# ---- block 1 ----
**Block 1: gate families picked out**

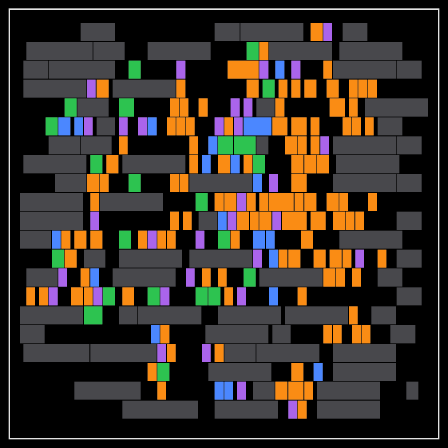
**Block 1: clock wiring as the flow saved it**

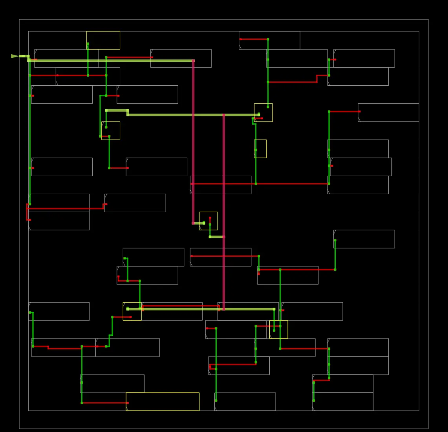
$ cat src/rtl/ps2_key_rx_pkg.sv
// Shared PS/2 definitions: prefix bytes, ps2_key bit positions, frame FSM states
// and the odd-parity helper used by the receiver.
package ps2_key_rx_pkg;

  localparam logic [7:0] PS2_PFX_EXT   = 8'hE0;
  localparam logic [7:0] PS2_PFX_REL   = 8'hF0;
  localparam logic [7:0] PS2_PFX_PAUSE = 8'hE1;

  localparam int KEY_TOGGLE = 10;
  localparam int KEY_PRESS  = 9;
  localparam int KEY_EXT    = 8;

  typedef enum logic [1:0] {
    ST_IDLE   = 2'd0,
    ST_DATA   = 2'd1,
    ST_PARITY = 2'd2,
    ST_STOP   = 2'd3
  } rx_state_t;

  // Device frames carry odd parity over the 8 data bits plus the parity bit.
  function automatic logic odd_parity_ok(input logic [7:0] data, input logic par);
    return ^{data, par};
  endfunction

endpackage

$ cat src/rtl/ps2_key_rx_if.sv
// Bundle of the raw PS/2 pins and the decoded key bus seen by the ZX81 core.
interface ps2_key_rx_if;
  logic        ps2_clk;
  logic        ps2_data;
  logic [10:0] ps2_key;
  logic        rx_error;

  modport master (output ps2_clk, output ps2_data, input ps2_key, input rx_error);
  modport slave  (input ps2_clk, input ps2_data, output ps2_key, output rx_error);
endinterface

$ cat src/rtl/ps2_line_filter.sv
// Two-flop synchronisers on both PS/2 lines, a run-length glitch filter on the
// clock line and a single-cycle strobe on each filtered falling edge.
module ps2_line_filter #(
  parameter int FILTER_LEN = 8
) (
  input  logic clk_sys,
  input  logic reset_n,
  input  logic ps2_clk,
  input  logic ps2_data,
  output logic fall,
  output logic data_s
);

  localparam int CW = $clog2(FILTER_LEN + 1);

  logic [1:0]    clk_sync;
  logic [1:0]    data_sync;
  logic          clk_filt;
  logic [CW-1:0] run_cnt;

  // NOTE: sequential state uses non-blocking assignments so every flop samples
  // the pre-edge value of its neighbours, which is what makes the sync chain work.
  always_ff @(posedge clk_sys or negedge reset_n) begin
    if (!reset_n) begin
      clk_sync  <= 2'b11;
      data_sync <= 2'b11;
      clk_filt  <= 1'b1;
      run_cnt   <= '0;
      fall      <= 1'b0;
    end else begin
      clk_sync  <= {clk_sync[0], ps2_clk};
      data_sync <= {data_sync[0], ps2_data};
      fall      <= 1'b0;
      if (clk_sync[1] == clk_filt) begin
        run_cnt <= '0;
      end else if (run_cnt == CW'(FILTER_LEN - 1)) begin
        // FILTER_LEN-th consecutive differing sample: accept the new level.
        clk_filt <= clk_sync[1];
        run_cnt  <= '0;
        fall     <= clk_filt;
      end else begin
        run_cnt <= run_cnt + CW'(1);
      end
    end
  end

  assign data_s = data_sync[1];

endmodule

$ cat src/rtl/ps2_key_rx.sv
// PS/2 keyboard receiver: frame FSM, E0/F0 prefix folding into toggle-announced
// key events, and an optional mid-frame watchdog enabled by PS2_WATCHDOG_EN.
module ps2_key_rx
  import ps2_key_rx_pkg::*;
#(
  parameter int FILTER_LEN     = 8,
  parameter int TIMEOUT_CYCLES = 12500
) (
  input  logic         clk_sys,
  input  logic         reset_n,
  ps2_key_rx_if.slave  bus
);

  logic      fall;
  logic      data_s;
  rx_state_t state, state_next;
  logic [3:0] bit_cnt;
  logic [7:0] shift_reg;
  logic       par_bit;
  logic       ext, rel;
  logic [10:0] key_q;
  logic        err_q;
  logic        start_en, shift_en, par_en, byte_valid, frame_err, timeout;

  ps2_line_filter #(.FILTER_LEN(FILTER_LEN)) u_filter (
    .clk_sys  (clk_sys),
    .reset_n  (reset_n),
    .ps2_clk  (bus.ps2_clk),
    .ps2_data (bus.ps2_data),
    .fall     (fall),
    .data_s   (data_s)
  );

`ifdef PS2_WATCHDOG_EN
  localparam int WW = $clog2(TIMEOUT_CYCLES);
  logic [WW-1:0] wd_cnt;

  always_ff @(posedge clk_sys or negedge reset_n) begin
    if (!reset_n)                                 wd_cnt <= '0;
    else if (fall || state == ST_IDLE || timeout) wd_cnt <= '0;
    else                                          wd_cnt <= wd_cnt + WW'(1);
  end

  // A coinciding fall wins over the timeout.
  assign timeout = (state != ST_IDLE) && !fall && (wd_cnt == WW'(TIMEOUT_CYCLES - 1));
`else
  assign timeout = 1'b0;
`endif

  always_ff @(posedge clk_sys or negedge reset_n) begin
    if (!reset_n) state <= ST_IDLE;
    else          state <= state_next;
  end

  // NOTE: every output of this block gets a default first, so no path leaves a
  // signal unassigned and no latch is inferred.
  always_comb begin
    state_next = state;
    start_en   = 1'b0;
    shift_en   = 1'b0;
    par_en     = 1'b0;
    byte_valid = 1'b0;
    frame_err  = 1'b0;
    if (timeout) begin
      state_next = ST_IDLE;
      frame_err  = 1'b1;
    end else if (fall) begin
      unique case (state)
        ST_IDLE: begin
          if (!data_s) begin
            state_next = ST_DATA;
            start_en   = 1'b1;
          end else begin
            frame_err = 1'b1;
          end
        end
        ST_DATA: begin
          shift_en = 1'b1;
          if (bit_cnt == 4'd7) state_next = ST_PARITY;
        end
        ST_PARITY: begin
          par_en     = 1'b1;
          state_next = ST_STOP;
        end
        ST_STOP: begin
          state_next = ST_IDLE;
          if (data_s && odd_parity_ok(shift_reg, par_bit)) byte_valid = 1'b1;
          else                                             frame_err  = 1'b1;
        end
      endcase
    end
  end

  always_ff @(posedge clk_sys or negedge reset_n) begin
    if (!reset_n) begin
      bit_cnt   <= '0;
      shift_reg <= '0;
      par_bit   <= 1'b0;
    end else begin
      if (start_en) bit_cnt <= '0;
      if (shift_en) begin
        shift_reg <= {data_s, shift_reg[7:1]};
        if (bit_cnt != 4'd8) bit_cnt <= bit_cnt + 4'd1;
      end
      if (par_en) par_bit <= data_s;
    end
  end

  // Prefix folding: E0/F0 only set flags; the next real scancode emits one event.
  always_ff @(posedge clk_sys or negedge reset_n) begin
    if (!reset_n) begin
      ext   <= 1'b0;
      rel   <= 1'b0;
      key_q <= '0;
      err_q <= 1'b0;
    end else begin
      err_q <= frame_err;
      if (frame_err) begin
        ext <= 1'b0;
        rel <= 1'b0;
      end else if (byte_valid) begin
        case (shift_reg)
          PS2_PFX_EXT:   ext <= 1'b1;
          PS2_PFX_REL:   rel <= 1'b1;
          PS2_PFX_PAUSE: ;
          8'h00, 8'hFF: begin
            ext <= 1'b0;
            rel <= 1'b0;
          end
          default: begin
            key_q[KEY_TOGGLE] <= ~key_q[KEY_TOGGLE];
            key_q[KEY_PRESS]  <= ~rel;
            key_q[KEY_EXT]    <= ext;
            key_q[7:0]        <= shift_reg;
            ext               <= 1'b0;
            rel               <= 1'b0;
          end
        endcase
      end
    end
  end

  assign bus.ps2_key  = key_q;
  assign bus.rx_error = err_q;

endmodule

$ cat src/flat_wrapper.sv
// flat-port wrapper written by rule: the top's interface ports become plain ports
module ps2_key_rx_flat import ps2_key_rx_pkg::*;
#(
  parameter int FILTER_LEN     = 8,
  parameter int TIMEOUT_CYCLES = 12500
)
  (clk_sys, reset_n, bus_ps2_clk, bus_ps2_data, bus_ps2_key, bus_rx_error);
  ps2_key_rx_if bus_i ();
  input  logic clk_sys;
  input  logic reset_n;
  input wire logic [$bits(bus_i.ps2_clk)-1:0] bus_ps2_clk;
  input wire logic [$bits(bus_i.ps2_data)-1:0] bus_ps2_data;
  output wire logic [$bits(bus_i.ps2_key)-1:0] bus_ps2_key;
  output wire logic [$bits(bus_i.rx_error)-1:0] bus_rx_error;
  assign bus_i.ps2_clk = bus_ps2_clk;
  assign bus_i.ps2_data = bus_ps2_data;
  assign bus_ps2_key = bus_i.ps2_key;
  assign bus_rx_error = bus_i.rx_error;
  ps2_key_rx #(.FILTER_LEN(FILTER_LEN), .TIMEOUT_CYCLES(TIMEOUT_CYCLES)) u_core (.clk_sys(clk_sys), .reset_n(reset_n), .bus(bus_i));
endmodule
$ cat config.mk
export PLATFORM = sky130hd
export DESIGN_NAME = ps2_key_rx_flat
export DESIGN_NICKNAME = d
export VERILOG_FILES = /design/src/rtl/ps2_key_rx_pkg.sv /design/src/rtl/ps2_key_rx_if.sv /design/src/rtl/ps2_line_filter.sv /design/src/rtl/ps2_key_rx.sv /design/src/flat_wrapper.sv
export SDC_FILE = /design/constraint.sdc
export NUM_CORES = 1
export LEC_CHECK = 0
export ABC_AREA = 1
export ABC_CLOCK_PERIOD_IN_PS = 2800
export CAP_MARGIN = 20
export CORE_UTILIZATION = 55
export CTS_CLUSTER_SIZE = 14
export DETAILED_ROUTE_END_ITERATION = 12
export GPL_ROUTABILITY_DRIVEN = 0
export HOLD_SLACK_MARGIN = 0.06
export PLACE_DENSITY = 0.76
export SYNTH_ARGS = -nofsm -noshare
export SYNTH_HDL_FRONTEND = slang
export SYNTH_HIERARCHICAL = 1
export SYNTH_SLANG_ARGS = --single-unit
$ cat constraint.sdc
create_clock -name clk_sys -period 2.8 [get_ports clk_sys]
set_input_delay 0.42 -clock clk_sys [delete_from_list [all_inputs] [get_ports clk_sys]]
set_output_delay 0.42 -clock clk_sys [all_outputs]
set_load 0.02 [all_outputs]
==> impl_metrics.yaml <==
# implementation run metrics
outcome:
  outcome: "completed"
worst_setup_path:
  cpMostUsedCell: "nand2_1"
  critPathLaunch: "u_core/shift_reg[2]"
  crit_slowest_cell: "dfrtp_1"
  cp_data_arrival_time_ns: 2.22
  reg2regPathDepth: 12
  crit_cells: 12
  endpoint: "u_core/bus.ps2_key[8]"
final_timing:
  slew_headroom: 0.4511
  fin_ws_ns: 0.8331
  fin_crit_ns: 1.967
  finalHoldViolCount: 0
  worstMarginPinSlew_ns: 0.8234
  post-route-period-util: 0.7025
global_route:
  grt_pass1_wl_mm: 5.754
  use_met2: 0.3472
  antenna_found_initial: 0
  use_met1: 0.2642
  grt_pass1_vias: 1376
yosys:
  ys_cells: 240
  synth_cells: 240
  synth_warnings: 6
  floorplan.nets: 252
hold_path:
  hold_class: "input pin to asynchronous set/reset pin"
floorplan:
  num_rows: 21
  core_region_area_sq_um: 3363
routing:
  first_iter_violations: 56
cells_and_area:
  logic_area_sq_um: 812.0
  clk_share: 0.03918
  largest_register_ffs: 11
  buf_share: 0.06587
  diodes: 0
power_and_ir_drop:
  p_leak_nw: 1.098
  ir_drop_mv: 0.3415
clocking:
  cts_made_buffers: 5
  cts-root-buf: "clkbuf_4"
placed_design:
  dp_slack_ns: 0.8474
## Picture notes: 'gate families picked out' of block 1
- purple: inv cells (cells 32; most used inv_1)
- orange: nand cells (cells 111; most used nand2_1)
- blue: nor cells (cells 20; most used nor2_1)
- green: aoi and oai cells (cells 22; most used o21ai_0)
Final Non-Filler Cells: 303
Commonest Layout Cell: nand2_1
logic share of the area: 0.3685

## Picture notes: 'clock wiring as the flow saved it' of block 1
flop count: 39
# clk buffers: 6
clk_skew: 0.008062 ns
clock network power: 0.394 mW

cells by family after synthesis:
group,after synthesis,share of synthesized area
adders and majority gates,8,0.05115
xor gates and xnor gates,2,0.008953
buffers and inverters,38,0.08312
AOI/OAI and AO/OA,22,0.06074
DFF,39,0.5019
and+or+nand+nor,131,0.2941
power breakdown:
part           switching, mW  leakage, nW  total [mW]  internal, mW
clock network          0.183       0.0482       0.394         0.211
registers             0.0207        0.525       0.613         0.592
logic                 0.0404        0.525      0.0660        0.0256

# ---- block 2 ----
File: config.mk
export PLATFORM = sky130hd
export DESIGN_NAME = pc_gen
export DESIGN_NICKNAME = d
export VERILOG_FILES = /design/src/rtl/cpu_pkg.sv /design/src/rtl/pc_trap_ctl.sv /design/src/rtl/pc_gen.sv
export SDC_FILE = /design/constraint.sdc
export NUM_CORES = 1
export LEC_CHECK = 0
export CORE_MARGIN = 10
export CORE_UTILIZATION = 47
export CTS_CLUSTER_SIZE = 25
export DETAILED_ROUTE_END_ITERATION = 7
export GPL_TIMING_DRIVEN = 0
export MAX_ROUTING_LAYER = met4
export PLACE_DENSITY = 0.87
export SLEW_MARGIN = 30
export SYNTH_ARGS = -nofsm -noshare
export SYNTH_HDL_FRONTEND = slang
export SYNTH_HIERARCHICAL = 1
export SYNTH_SLANG_ARGS = --single-unit
File: constraint.sdc
create_clock -name clk -period 3.7 [get_ports clk]
set_input_delay 0.555 -clock clk [delete_from_list [all_inputs] [get_ports clk]]
set_output_delay 0.555 -clock clk [all_outputs]
set_load 0.02 [all_outputs]
File: src/rtl/cpu_pkg.sv
// rtl/cpu_pkg.sv - shared fetch-path encodings, state enum and default vectors
package cpu_pkg;

  typedef enum logic [1:0] {
    PC_SEQ = 2'b00,
    PC_JR  = 2'b01,
    PC_BR  = 2'b10,
    PC_JMP = 2'b11
  } pc_sel_e;

  typedef enum logic [1:0] {
    ST_RUN  = 2'b00,
    ST_TRAP = 2'b01,
    ST_HALT = 2'b10
  } trap_state_e;

  localparam logic [31:0] DEF_RESET_VEC      = 32'h0000_0000;
  localparam logic [31:0] DEF_TRAP_VEC       = 32'h0000_0180;
  localparam logic [3:0]  DEF_MISALIGN_CAUSE = 4'h4;
  localparam logic [3:0]  CAUSE_NONE         = 4'h0;

  // Sequential fetch is always word aligned, so only redirects can misalign.
  function automatic logic is_misaligned(input logic [1:0] sel, input logic [1:0] lsb);
    return (sel != PC_SEQ) && (lsb != 2'b00);
  endfunction

endpackage

File: src/rtl/pc_trap_ctl.sv
// rtl/pc_trap_ctl.sv - RUN/TRAP/HALT state machine with epc and cause capture
module pc_trap_ctl
  import cpu_pkg::*;
#(
  parameter int          XLEN           = 32,
  parameter logic [3:0]  MISALIGN_CAUSE = DEF_MISALIGN_CAUSE
) (
  input  logic            clk,
  input  logic            rst_n,
  input  logic            stall,
  input  logic            misalign,
  input  logic            trap_req,
  input  logic [3:0]      trap_cause,
  input  logic            eret,
  input  logic [XLEN-1:0] pc,
  output logic            trap_event,
  output logic            take_trap,
  output logic            do_eret,
  output logic [XLEN-1:0] epc,
  output logic [3:0]      cause,
  output logic            in_trap,
  output logic            halted
);

  trap_state_e state, state_nxt;

  // A stalled misaligned redirect is not a fault yet; it is re-checked once unstalled.
  assign trap_event = trap_req | (misalign & ~stall);

  always_ff @(posedge clk or negedge rst_n) begin
    if (!rst_n) state <= ST_RUN;
    else        state <= state_nxt;
  end

  always_comb begin
    state_nxt = state;
    case (state)
      ST_RUN:  if (trap_event) state_nxt = ST_TRAP;
      ST_TRAP: begin
        if (trap_event)          state_nxt = ST_HALT;
        else if (eret && !stall) state_nxt = ST_RUN;
      end
      ST_HALT: state_nxt = ST_HALT;
      default: state_nxt = ST_RUN;
    endcase
  end

  always_comb begin
    in_trap   = (state == ST_TRAP);
    halted    = (state == ST_HALT);
    take_trap = (state == ST_RUN) && trap_event;
    do_eret   = (state == ST_TRAP) && !trap_event && eret && !stall;
  end

  always_ff @(posedge clk or negedge rst_n) begin
    if (!rst_n) begin
      epc   <= '0;
      cause <= CAUSE_NONE;
    end else if (take_trap) begin
      epc   <= pc;
      cause <= trap_req ? trap_cause : MISALIGN_CAUSE;
    end
  end

endmodule

File: src/rtl/pc_gen.sv
// rtl/pc_gen.sv - next-PC selection and PC register at the head of fetch
module pc_gen
  import cpu_pkg::*;
#(
  parameter int              XLEN           = 32,
  parameter logic [XLEN-1:0] RESET_VEC      = XLEN'(DEF_RESET_VEC),
  parameter logic [XLEN-1:0] TRAP_VEC       = XLEN'(DEF_TRAP_VEC),
  parameter logic [3:0]      MISALIGN_CAUSE = DEF_MISALIGN_CAUSE
) (
  input  logic            clk,
  input  logic            rst_n,
  input  logic            stall,
  input  logic [1:0]      pc_sel,
  input  logic [XLEN-1:0] rs_data,
  input  logic [XLEN-1:0] branch_addr,
  input  logic [XLEN-1:0] jump_addr,
  input  logic            trap_req,
  input  logic [3:0]      trap_cause,
  input  logic            eret,
  output logic [XLEN-1:0] pc,
  output logic [XLEN-1:0] pc_plus4,
  output logic [XLEN-1:0] epc,
  output logic [3:0]      cause,
  output logic            in_trap,
  output logic            halted
);

  logic [XLEN-1:0] target;
  logic            misalign;
  logic            trap_event;
  logic            take_trap;
  logic            do_eret;

  assign pc_plus4 = pc + XLEN'(4);

  always_comb begin
    target = pc_plus4;
    case (pc_sel)
      PC_SEQ:  target = pc_plus4;
      PC_JR:   target = rs_data;
      PC_BR:   target = branch_addr;
      PC_JMP:  target = jump_addr;
      default: target = pc_plus4;
    endcase
  end

  assign misalign = is_misaligned(pc_sel, target[1:0]);

  pc_trap_ctl #(
    .XLEN           (XLEN),
    .MISALIGN_CAUSE (MISALIGN_CAUSE)
  ) u_trap_ctl (
    .clk        (clk),
    .rst_n      (rst_n),
    .stall      (stall),
    .misalign   (misalign),
    .trap_req   (trap_req),
    .trap_cause (trap_cause),
    .eret       (eret),
    .pc         (pc),
    .trap_event (trap_event),
    .take_trap  (take_trap),
    .do_eret    (do_eret),
    .epc        (epc),
    .cause      (cause),
    .in_trap    (in_trap),
    .halted     (halted)
  );

  // A trap event seen while already in TRAP is the double fault: PC freezes.
  always_ff @(posedge clk or negedge rst_n) begin
    if (!rst_n)                      pc <= RESET_VEC;
    else if (halted)                 pc <= pc;
    else if (take_trap)              pc <= TRAP_VEC;
    else if (trap_event)             pc <= pc;
    else if (do_eret)                pc <= epc;
    else if (!stall)                 pc <= target;
  end

endmodule

**Block 2: supply network**

Pins as bars on the die edge.
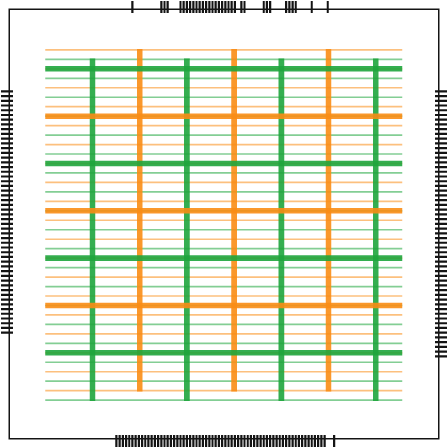
- orange: VDD
- green: VSS
- met4 straps: 7
- rows: 37
Die Ht: 123.0 um
Die Wd: 123.0 um
VDD IR max: 0.4762 mV

**Block 2: clock wiring as the flow saved it**

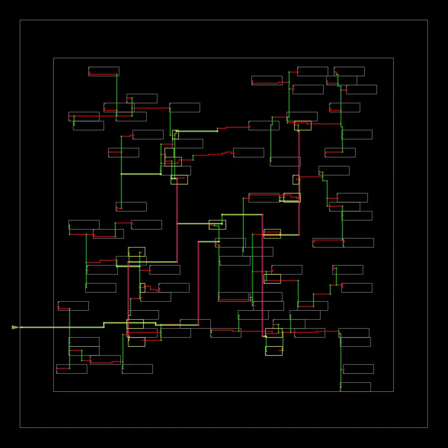
clk ins delay skew pair: 0.37 ns
# clk buffers: 13
clock sinks: 70
clock network power: 0.615 mW

==> per-layer routing <==
metal,wire length (um),part of all wire,up-vias
li1,-,-,2369
met1,8594,0.39,2624
met2,10370,0.47,359
met3,2154,0.098,63
met4,799,0.036,0
met5,0,0,-
==> sequential cells by signal, indices dropped and copies added (netlist names) <==
name,flops
pc,32
u_trap_ctl/cause,4
u_trap_ctl/state,2
u_trap_ctl/epc,32
==> impl_metrics.yaml <==
# implementation run metrics
yosys:
  ys.flops: 70
  top_cell: "dfrtp_1"
  avgSynthCellArea_sq_um: 9.793
  floorplan.nets: 617
power_and_ir_drop:
  powerDensity_nw_per_um2: 704.9
final_timing:
  drv_slew: 0
  finClkSkew_ns: 0.009833
floorplan:
  nWellTaps: 136
  num_rows: 37
global_route:
  grt_pass1_vias: 5663
  grt_util_all_layers: 0.2912
routing:
  antenna_left: 0
  vias_per_cell: 6.224
outcome:
  outcome: "completed"
worst_setup_path:
  cp_data_arrival_time_ns: 3.87
  cp_slowest_stage_delay_ns: 0.39
  crit_buf_inv: 5
cells_and_area:
  final_cells: 870
  clk_share: 0.02421
  lay_top_count: "clkdlybuf4s50_1"
  n_all_buffers: 250
placed_design:
  port_buffers: 207

# ---- block 3 ----
**Block 3: gate families picked out**

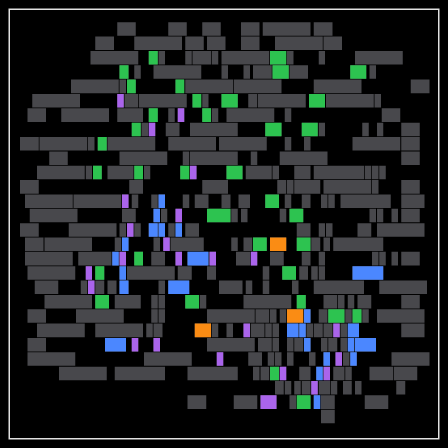
**Block 3: clock wiring as the flow saved it**

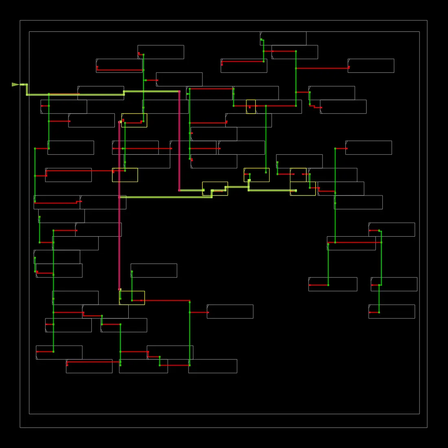
**Block 3: supply network**

Pins as bars on the die edge.
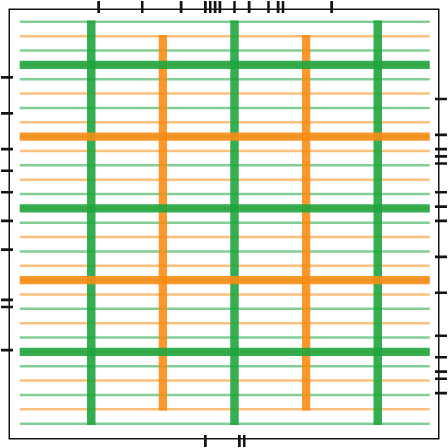
===== src/rtl/lcd_pkg.sv =====
// lcd_pkg: LCD bus pin map, command opcodes, DDRAM line map and decoder state encoding
package lcd_pkg;
  localparam int LCD_E = 5;
  localparam int LCD_RS = 4;
  localparam int LCD_D_HI = 3;
  localparam int LCD_D_LO = 0;
  localparam logic [7:0] CMD_DDRAM_MASK = 8'h80;
  localparam logic [7:0] CMD_DDRAM = 8'h80;
  localparam logic [7:0] CMD_FUNC_MASK = 8'hE0;
  localparam logic [7:0] CMD_FUNC = 8'h20;
  localparam logic [7:0] CMD_SHIFT_MASK = 8'hF0;
  localparam logic [7:0] CMD_SHIFT = 8'h10;
  localparam logic [7:0] CMD_ENTRY_MASK = 8'hFC;
  localparam logic [7:0] CMD_ENTRY = 8'h04;
  localparam logic [7:0] CMD_HOME_MASK = 8'hFE;
  localparam logic [7:0] CMD_HOME = 8'h02;
  localparam logic [7:0] CMD_CLEAR = 8'h01;
  localparam logic [3:0] NIB_INIT_4BIT = 4'h2;
  localparam logic [6:0] LINE0_BASE = 7'h00;
  localparam logic [6:0] LINE1_BASE = 7'h40;
  localparam logic [6:0] LINE0_END = 7'h27;
  localparam logic [6:0] LINE1_END = 7'h67;
  localparam logic [1:0] ST_INIT8 = 2'd0;
  localparam logic [1:0] ST_HI = 2'd1;
  localparam logic [1:0] ST_LO = 2'd2;
  typedef enum logic [2:0] {OP_NONE, OP_DDRAM, OP_ENTRY, OP_HOME, OP_CLEAR} lcd_op_e;
  // masks demand zero upper bits, so function-set, shift and display-control fall to OP_NONE
  function automatic lcd_op_e lcd_op(input logic [7:0] b);
    return (b & CMD_DDRAM_MASK) == CMD_DDRAM ? OP_DDRAM :
           (b & CMD_ENTRY_MASK) == CMD_ENTRY ? OP_ENTRY :
           (b & CMD_HOME_MASK) == CMD_HOME ? OP_HOME :
           b == CMD_CLEAR ? OP_CLEAR : OP_NONE;
  endfunction
endpackage


===== src/rtl/lcd_cursor_step.sv =====
// lcd_cursor_step: next DDRAM address on the 2-line map, wrapping line ends into the other line
module lcd_cursor_step
  import lcd_pkg::*;
(
  input  logic [6:0] cur,
  input  logic       inc,
  output logic [6:0] next
);
  always_comb
    next = inc ? (cur == LINE0_END ? LINE1_BASE : cur == LINE1_END ? LINE0_BASE : cur + 7'd1)
               : (cur == LINE1_BASE ? LINE0_END : cur == LINE0_BASE ? LINE1_END : cur - 7'd1);
endmodule


===== src/rtl/lcd_bus_decoder.sv =====
// lcd_bus_decoder: passive HD44780 4-bit bus follower producing decoded bytes and shadow-buffer writes
module lcd_bus_decoder
  import lcd_pkg::*;
(
  input  logic       clk,
  input  logic       rst_n,
  input  logic [5:0] lcd,
  output logic       four_bit,
  output logic       byte_valid,
  output logic       byte_rs,
  output logic [7:0] byte_data,
  output logic       char_we,
  output logic [4:0] char_addr,
  output logic [7:0] char_data,
  output logic       clear_pulse,
  output logic [6:0] cursor
);
  logic [5:0] s1_q, s2_q;
  logic       e_q;
  logic [1:0] state_q, state_d;
  logic [3:0] hi_q, hi_d;
  logic       hi_rs_q, hi_rs_d;
  logic       inc_q, inc_d;
  logic [6:0] cursor_q, cursor_d, cursor_nx;
  logic       byte_valid_q, byte_valid_d;
  logic       byte_rs_q, byte_rs_d;
  logic [7:0] byte_data_q, byte_data_d;
  logic       char_we_q, char_we_d;
  logic [4:0] char_addr_q, char_addr_d;
  logic [7:0] char_data_q, char_data_d;
  logic       clear_pulse_q, clear_pulse_d;
  logic       fall, rs;
  logic [3:0] nib;
  logic [7:0] byte_w;
  lcd_op_e    op;
  assign fall = e_q & ~s2_q[LCD_E];
  assign nib = s2_q[LCD_D_HI:LCD_D_LO];
  assign rs = s2_q[LCD_RS];
  assign byte_w = {hi_q, nib};
  assign op = lcd_op(byte_w);
  lcd_cursor_step u_step (.cur(cursor_q), .inc(inc_q), .next(cursor_nx));
  always_comb begin
    state_d = state_q;
    hi_d = hi_q;
    hi_rs_d = hi_rs_q;
    inc_d = inc_q;
    cursor_d = cursor_q;
    byte_valid_d = 1'b0;
    byte_rs_d = byte_rs_q;
    byte_data_d = byte_data_q;
    char_we_d = 1'b0;
    char_addr_d = char_addr_q;
    char_data_d = char_data_q;
    clear_pulse_d = 1'b0;
    if (fall)
      case (state_q)
        ST_INIT8: state_d = (!rs && nib == NIB_INIT_4BIT) ? ST_HI : ST_INIT8;
        ST_HI: begin
          hi_d = nib;
          hi_rs_d = rs;
          state_d = ST_LO;
        end
        ST_LO: begin
          state_d = ST_HI;
          byte_valid_d = 1'b1;
          byte_rs_d = hi_rs_q;
          byte_data_d = byte_w;
          if (hi_rs_q) begin
            char_we_d = cursor_q[5:4] == 2'b00;
            char_addr_d = {cursor_q[6], cursor_q[3:0]};
            char_data_d = byte_w;
            cursor_d = cursor_nx;
          end else begin
            cursor_d = op == OP_DDRAM ? byte_w[6:0] : (op == OP_HOME || op == OP_CLEAR) ? LINE0_BASE : cursor_q;
            inc_d = op == OP_ENTRY ? byte_w[1] : op == OP_CLEAR ? 1'b1 : inc_q;
            clear_pulse_d = op == OP_CLEAR;
          end
        end
        default: state_d = ST_INIT8;
      endcase
  end
  always_ff @(posedge clk or negedge rst_n)
    if (!rst_n) begin
      s1_q <= '0;
      s2_q <= '0;
      e_q <= 1'b0;
      state_q <= ST_INIT8;
      hi_q <= '0;
      hi_rs_q <= 1'b0;
      inc_q <= 1'b1;
      cursor_q <= LINE0_BASE;
      byte_valid_q <= 1'b0;
      byte_rs_q <= 1'b0;
      byte_data_q <= '0;
      char_we_q <= 1'b0;
      char_addr_q <= '0;
      char_data_q <= '0;
      clear_pulse_q <= 1'b0;
    end else begin
      s1_q <= lcd;
      s2_q <= s1_q;
      e_q <= s2_q[LCD_E];
      state_q <= state_d;
      hi_q <= hi_d;
      hi_rs_q <= hi_rs_d;
      inc_q <= inc_d;
      cursor_q <= cursor_d;
      byte_valid_q <= byte_valid_d;
      byte_rs_q <= byte_rs_d;
      byte_data_q <= byte_data_d;
      char_we_q <= char_we_d;
      char_addr_q <= char_addr_d;
      char_data_q <= char_data_d;
      clear_pulse_q <= clear_pulse_d;
    end
  assign four_bit = state_q != ST_INIT8;
  assign byte_valid = byte_valid_q;
  assign byte_rs = byte_rs_q;
  assign byte_data = byte_data_q;
  assign char_we = char_we_q;
  assign char_addr = char_addr_q;
  assign char_data = char_data_q;
  assign clear_pulse = clear_pulse_q;
  assign cursor = cursor_q;
endmodule


===== config.mk =====
export PLATFORM = sky130hd
export DESIGN_NAME = lcd_bus_decoder
export DESIGN_NICKNAME = d
export VERILOG_FILES = /design/src/rtl/lcd_pkg.sv /design/src/rtl/lcd_cursor_step.sv /design/src/rtl/lcd_bus_decoder.sv
export SDC_FILE = /design/constraint.sdc
export NUM_CORES = 1
export LEC_CHECK = 0
export ABC_AREA = 1
export CAP_MARGIN = 10
export CORE_MARGIN = 1.5
export CORE_UTILIZATION = 40
export DETAILED_ROUTE_END_ITERATION = 8
export SKIP_CTS_REPAIR_TIMING = 1
export SLEW_MARGIN = 20
export SYNTH_ARGS = -nofsm -noshare
export SYNTH_HDL_FRONTEND = slang
export SYNTH_HIERARCHICAL = 1
export SYNTH_SLANG_ARGS = --single-unit

===== constraint.sdc =====
create_clock -name clk -period 1.6 [get_ports clk]
set_input_delay 0.32 -clock clk [delete_from_list [all_inputs] [get_ports clk]]
set_output_delay 0.32 -clock clk [all_outputs]
set_load 0.01 [all_outputs]

==> impl_metrics.yaml <==
# implementation run metrics
outcome:
  outcome: "complete, but fails checks"
  violations: "hold timing"
power_and_ir_drop:
  p_sw_mw: 2.012
  combPwrFrac: 0.484
  total_power_mw: 5.152
  ir_drop_mv: 0.6797
floorplan:
  dieWidth_um: 81.12
yosys:
  yosysChipArea_sq_um: 2441
  ff_type: "dfrtp_1"
  ys_cells: 275
run:
  warnings: 28
cells_and_area:
  sh_seq_area: 0.4177
  logic_area_sq_um: 988.4
  buf_share: 0.1834
worst_setup_path:
  r2r-end: "cursor[6]"
  worstSetupPathType: "flop to flop"
  endpoint: "cursor[6]"
routing:
  wl_met3_um: 229
  drt-wirelength-per-cell_um: 12.88
placed_design:
  dp_slack_ns: 0.04535
final_timing:
  drv_slew: 0
  finalHoldViolCount: 10
  worst_hold_slack_ns: -0.009740
global_route:
  grt_pass1_wl_mm: 8.694
## Picture notes: 'gate families picked out' of block 3
- purple: inv cells (cells 24; most used inv_1)
- blue: nor cells (cells 24; most used nor2_1)
- orange: xor and xnor cells (cells 3; most used xor2_1)
- green: aoi and oai cells (cells 35)
logic share of the area: 0.3096
Commonest Layout Cell: nand2_1
Final Non-Filler Cells: 411

## Picture notes: 'clock wiring as the flow saved it' of block 3
flop count: 53
clock sinks: 53
clk ins delay skew pair: 0.30 ns

## Picture notes: 'supply network' of block 3
- green: VSS
- orange: VDD
- met4 straps: 5
- rows: 28
- signal pins: 41

==> synthesized netlist by cell type (3+ instances only) <==
master,number
nand4_1,3
inv_2,3
o21ai_2,8
o31ai_1,7
dfrtp_1,52
nand3_1,20
nor2_4,3
o21ai_1,8
nor2_1,17
nand2_1,100
o21ai_0,9
inv_1,19
buf_6,5
==> sequential cells by signal, summed over array words and instances (netlist names), 2 cells and up <==
register   count
s1_q           6
cursor         7
byte_data      8
char_addr      5
state_q        2
hi_q           4
s2_q           6
char_data      8

# ---- block 4 ----
**Block 4: sequential cells grouped by signal name**

Other sequential cells in the stronger gray, the rest of the logic in the fainter gray.
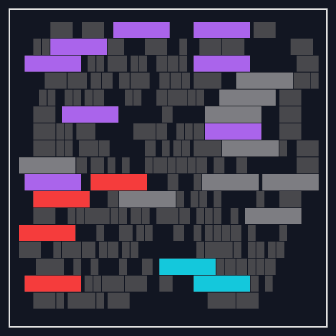
**Block 4: gate families picked out**

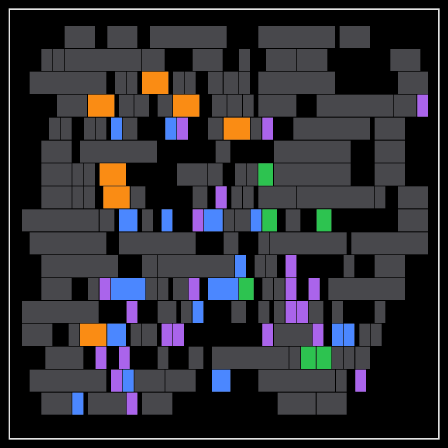
[src/rtl/filter_tdm_pkg.sv]
// ---------------------------------------------------------------------------
// filter_tdm_pkg
// Shared types and default constants for the time-shared filter sequencer.
//   state_t           : sequencer state (IDLE / RUN / DRAIN)
//   DEF_CLKS_PER_SAM  : default system clocks per sample-enable
//   DEF_SAMS_PER_SYM  : default sample-enables per symbol-enable
//   DEF_P             : default symbol period in clocks
// ---------------------------------------------------------------------------
package filter_tdm_pkg;

    localparam int DEF_CLKS_PER_SAM = 4;
    localparam int DEF_SAMS_PER_SYM = 4;
    localparam int DEF_P            = DEF_CLKS_PER_SAM * DEF_SAMS_PER_SYM;

    typedef enum logic [1:0] {
        ST_IDLE  = 2'd0,
        ST_RUN   = 2'd1,
        ST_DRAIN = 2'd2
    } state_t;

endpackage

[src/rtl/mod_counter.sv]
// ---------------------------------------------------------------------------
// mod_counter
// Modulo-MOD up counter with enable and synchronous clear.
// Ports:
//   clk, reset    : clock, asynchronous active-high reset
//   i_en          : advance the count this clock
//   i_clr         : force the count to 0 on this clock (wins over i_en)
//   o_count       : current count (registered)
//   o_count_next  : value the count takes at the next edge
//   o_wrap        : count is MOD-1 and advancing to 0 this clock
// ---------------------------------------------------------------------------
module mod_counter #(
    parameter int MOD = 16,
    parameter int W   = 4
)(
    input  logic         clk,
    input  logic         reset,
    input  logic         i_en,
    input  logic         i_clr,
    output logic [W-1:0] o_count,
    output logic [W-1:0] o_count_next,
    output logic         o_wrap
);

    localparam logic [W-1:0] LAST = W'(MOD - 1);

    logic [W-1:0] r_count;

    assign o_count = r_count;
    assign o_wrap  = i_en && !i_clr && (r_count == LAST);

    // NOTE: every output of a combinational block gets a default first so no
    // path through the if/else leaves it unassigned (which would infer a latch).
    always_comb begin
        o_count_next = r_count;
        if (i_clr)
            o_count_next = '0;
        else if (i_en)
            o_count_next = (r_count == LAST) ? '0 : r_count + 1'b1;
    end

    // NOTE: sequential state uses non-blocking assignments so every register
    // samples pre-edge values regardless of statement order.
    always_ff @(posedge clk or posedge reset) begin
        if (reset)
            r_count <= '0;
        else
            r_count <= o_count_next;
    end

endmodule

[src/rtl/filter_tdm_sequencer.sv]
// ---------------------------------------------------------------------------
// filter_tdm_sequencer
// Control sequencer for a time-shared (TDM) FIR filter. One symbol period is
// P = CLKS_PER_SAM*SAMS_PER_SYM clocks; phase walks 0..P-1 while the shared
// multiplier/accumulator steps through the taps.
// Ports:
//   clk, reset  : clock, asynchronous active-high reset
//   run         : level request for continuous sequencing
//   sw          : coefficient bank request (sampled at symbol start)
//   sam_clk_en  : one-clock sample strobe
//   sym_clk_en  : one-clock symbol strobe (phase 0 of each symbol)
//   phase       : symbol-period clock count
//   acc_clear   : accumulators load rather than add (phase MAC_LAT)
//   acc_dump    : previous symbol's accumulator totals are final
//   bank_sel    : coefficient bank for the current symbol
//   sym_count   : symbols started since reset, modulo 256
//   busy        : sequencer not idle
// All outputs are registered: each is computed from the next-state values and
// loaded on the same edge as the state, so it lines up with the phase it marks.
// ---------------------------------------------------------------------------
module filter_tdm_sequencer
    import filter_tdm_pkg::*;
#(
    parameter int CLKS_PER_SAM = DEF_CLKS_PER_SAM,
    parameter int SAMS_PER_SYM = DEF_SAMS_PER_SYM,
    parameter int MAC_LAT      = 1
)(
    input  logic       clk,
    input  logic       reset,
    input  logic       run,
    input  logic [1:0] sw,
    output logic       sam_clk_en,
    output logic       sym_clk_en,
    output logic [3:0] phase,
    output logic       acc_clear,
    output logic       acc_dump,
    output logic [1:0] bank_sel,
    output logic [7:0] sym_count,
    output logic       busy
);

    localparam int P  = CLKS_PER_SAM * SAMS_PER_SYM;
    localparam int CW = (P > 1) ? $clog2(P) : 1;
    localparam logic [CW-1:0] MAC_PH = CW'(MAC_LAT % P);

    state_t        r_state,  w_state_nxt;
    logic          r_active, w_active_nxt;  // a symbol is in progress
    logic          r_done,   w_done_nxt;    // a full symbol finished since leaving IDLE
    logic [CW-1:0] w_cnt, w_cnt_nxt;
    logic          w_wrap, w_cnt_en, w_cnt_clr, w_tail_end;
    logic          w_sam_nxt, w_sym_nxt, w_clear_nxt, w_dump_nxt;

    // After the last symbol of a drain, the counter keeps running into the
    // next period with no symbol active, just long enough to reach phase
    // MAC_LAT where the final accumulator totals are dumped.
    assign w_tail_end = (r_state == ST_DRAIN) && !r_active && (w_cnt == MAC_PH);
    assign w_cnt_en   = (r_state != ST_IDLE);
    assign w_cnt_clr  = (r_state == ST_IDLE) || w_tail_end;

    mod_counter #(
        .MOD (P),
        .W   (CW)
    ) u_phase_cnt (
        .clk          (clk),
        .reset        (reset),
        .i_en         (w_cnt_en),
        .i_clr        (w_cnt_clr),
        .o_count      (w_cnt),
        .o_count_next (w_cnt_nxt),
        .o_wrap       (w_wrap)
    );

    always_comb begin
        w_state_nxt  = r_state;
        w_active_nxt = r_active;
        w_done_nxt   = r_done;
        case (r_state)
            ST_IDLE: begin
                if (run) begin
                    w_state_nxt  = ST_RUN;
                    w_active_nxt = 1'b1;
                    w_done_nxt   = 1'b0;
                end
            end
            ST_RUN, ST_DRAIN: begin
                if (r_active) begin
                    // run is only honoured at symbol boundaries, so a started
                    // symbol always completes all P phases.
                    if (w_wrap) begin
                        w_done_nxt = 1'b1;
                        if (run) begin
                            w_state_nxt  = ST_RUN;
                            w_active_nxt = 1'b1;
                        end else begin
                            w_state_nxt  = ST_DRAIN;
                            w_active_nxt = 1'b0;
                        end
                    end else if (!run) begin
                        w_state_nxt = ST_DRAIN;
                    end
                end else if (w_tail_end) begin
                    w_state_nxt = ST_IDLE;
                    w_done_nxt  = 1'b0;
                end
            end
            default: begin
                w_state_nxt  = ST_IDLE;
                w_active_nxt = 1'b0;
                w_done_nxt   = 1'b0;
            end
        endcase
    end

    assign w_sym_nxt   = w_active_nxt && (w_cnt_nxt == '0);
    assign w_sam_nxt   = w_active_nxt && ((int'(w_cnt_nxt) % CLKS_PER_SAM) == 0);
    assign w_clear_nxt = w_active_nxt && (w_cnt_nxt == MAC_PH);
    assign w_dump_nxt  = (w_state_nxt != ST_IDLE) && w_done_nxt && (w_cnt_nxt == MAC_PH);

    assign phase = 4'(w_cnt);

    always_ff @(posedge clk or posedge reset) begin
        if (reset) begin
            r_state    <= ST_IDLE;
            r_active   <= 1'b0;
            r_done     <= 1'b0;
            sam_clk_en <= 1'b0;
            sym_clk_en <= 1'b0;
            acc_clear  <= 1'b0;
            acc_dump   <= 1'b0;
            bank_sel   <= 2'd0;
            sym_count  <= 8'd0;
            busy       <= 1'b0;
        end else begin
            r_state    <= w_state_nxt;
            r_active   <= w_active_nxt;
            r_done     <= w_done_nxt;
            sam_clk_en <= w_sam_nxt;
            sym_clk_en <= w_sym_nxt;
            acc_clear  <= w_clear_nxt;
            acc_dump   <= w_dump_nxt;
            busy       <= (w_state_nxt != ST_IDLE);
            // Bank and symbol count change only on the edge that opens a symbol.
            if (w_sym_nxt) begin
                bank_sel  <= sw;
                sym_count <= sym_count + 8'd1;
            end
        end
    end

endmodule

[config.mk]
export PLATFORM = sky130hd
export DESIGN_NAME = filter_tdm_sequencer
export DESIGN_NICKNAME = d
export VERILOG_FILES = /design/src/rtl/filter_tdm_pkg.sv /design/src/rtl/mod_counter.sv /design/src/rtl/filter_tdm_sequencer.sv
export SDC_FILE = /design/constraint.sdc
export NUM_CORES = 1
export LEC_CHECK = 0
export ABC_AREA = 1
export CORE_UTILIZATION = 53
export CTS_BUF_LIST = sky130_fd_sc_hd__clkbuf_2
export DETAILED_ROUTE_END_ITERATION = 16
export PLACE_DENSITY_LB_ADDON = 0.05
export SLEW_MARGIN = 20
export SYNTH_ARGS = -nofsm -noshare
export SYNTH_HDL_FRONTEND = slang
export SYNTH_SLANG_ARGS = --single-unit
[constraint.sdc]
create_clock -name clk -period 2.3 [get_ports clk]
set_input_delay 0.345 -clock clk [delete_from_list [all_inputs] [get_ports clk]]
set_output_delay 0.345 -clock clk [all_outputs]
set_load 0.01 [all_outputs]
==> impl_metrics.yaml <==
# implementation run metrics
cells_and_area:
  fin_area_sq_um: 1525
  seq_cells: 23
  clk_share: 0.01313
  logic_gates: 108
final_timing:
  finClkSkew_ns: 0.005063
yosys:
  ys_cells: 156
global_route:
  grt_pass1_wl_mm: 4.353
outcome:
  outcome: "completed"
clocking:
  cts_hold_buf: 0
  tritoncts: "done"
worst_setup_path:
  crit_chain: "inv_1 > ha_1 > nor2_1 > nand3_1 > nand2_1 > nor2_2 > nor2_4 > nand3_2 > nand2_1 > nand2_1"
floorplan:
  die_h_um: 50.81
routing:
  dr.pass1.iters: 4
power_and_ir_drop:
  combPwrFrac: 0.561
  power_leader: "combinational logic"
Notes on 'sequential cells grouped by signal name' of block 4 above:
- purple: `sym_count` (placed flops 8)
- cyan: `r_state` (placed flops 2)
- red: `u_phase_cnt.o_count` (placed flops 4)
FF+latch area: 575.6 sq um
sequential power: 0.669 mW
Seq/total area: 0.3774
post-layout util: 0.6829

Notes on 'gate families picked out' of block 4 above:
- green: aoi and oai cells (cells 6)
- orange: xor and xnor cells (cells 7; most used xnor2_1)
- blue: nor cells (cells 16; most used nor2_1)
- purple: inv cells (cells 22; most used inv_1)
Commonest Layout Cell: nand2_1
Final Non-Filler Cells: 209

worst paths after layout:
path,startpoint,end,slack (ns),cells past startpoint
worst max-delay path,r_state[1],bank_sel[1],0.28,10
worst min-delay path,reset,sam_clk_en,0.33,3
worst max register to register,r_state[1],bank_sel[1],0.28,10
worst min register to register,bank_sel[0],bank_sel[0],0.51,2
max in group asynchronous,reset,bank_sel[0],1.74,3
min in group clk,bank_sel[0],bank_sel[0],0.51,2
metal layers:
layer,GRT usage,part of all wire
met5,0,0
met3,0.03939,0.045
met4,0.08796,0.011
met2,0.3511,0.46
met1,0.3255,0.49


==> screenshots <==
Sequential cells grouped by signal name.
Other sequential cells in the stronger gray, the rest of the logic in the fainter gray.
picture 1
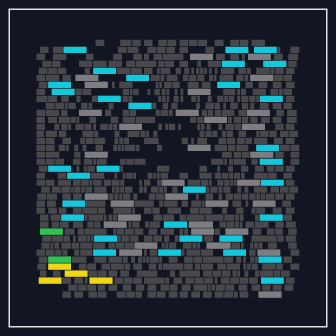
picture 2
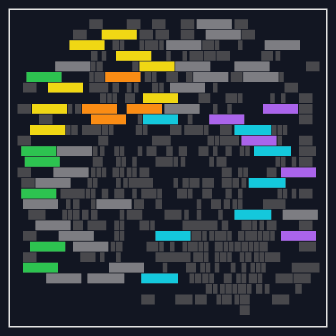
picture 3
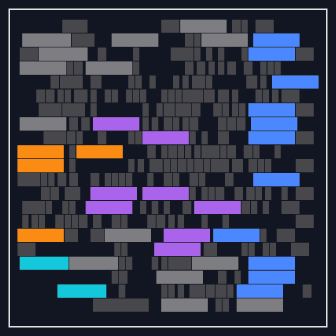
Picture 2 comes from block 3.
Picture 1 comes from block 2.
Picture 3 comes from block 1.
The one with the fewest sequential cells is picture 3.
The one with the fewest cells is picture 3.

No activity file was given, so power comes from the tool's default toggle rates.
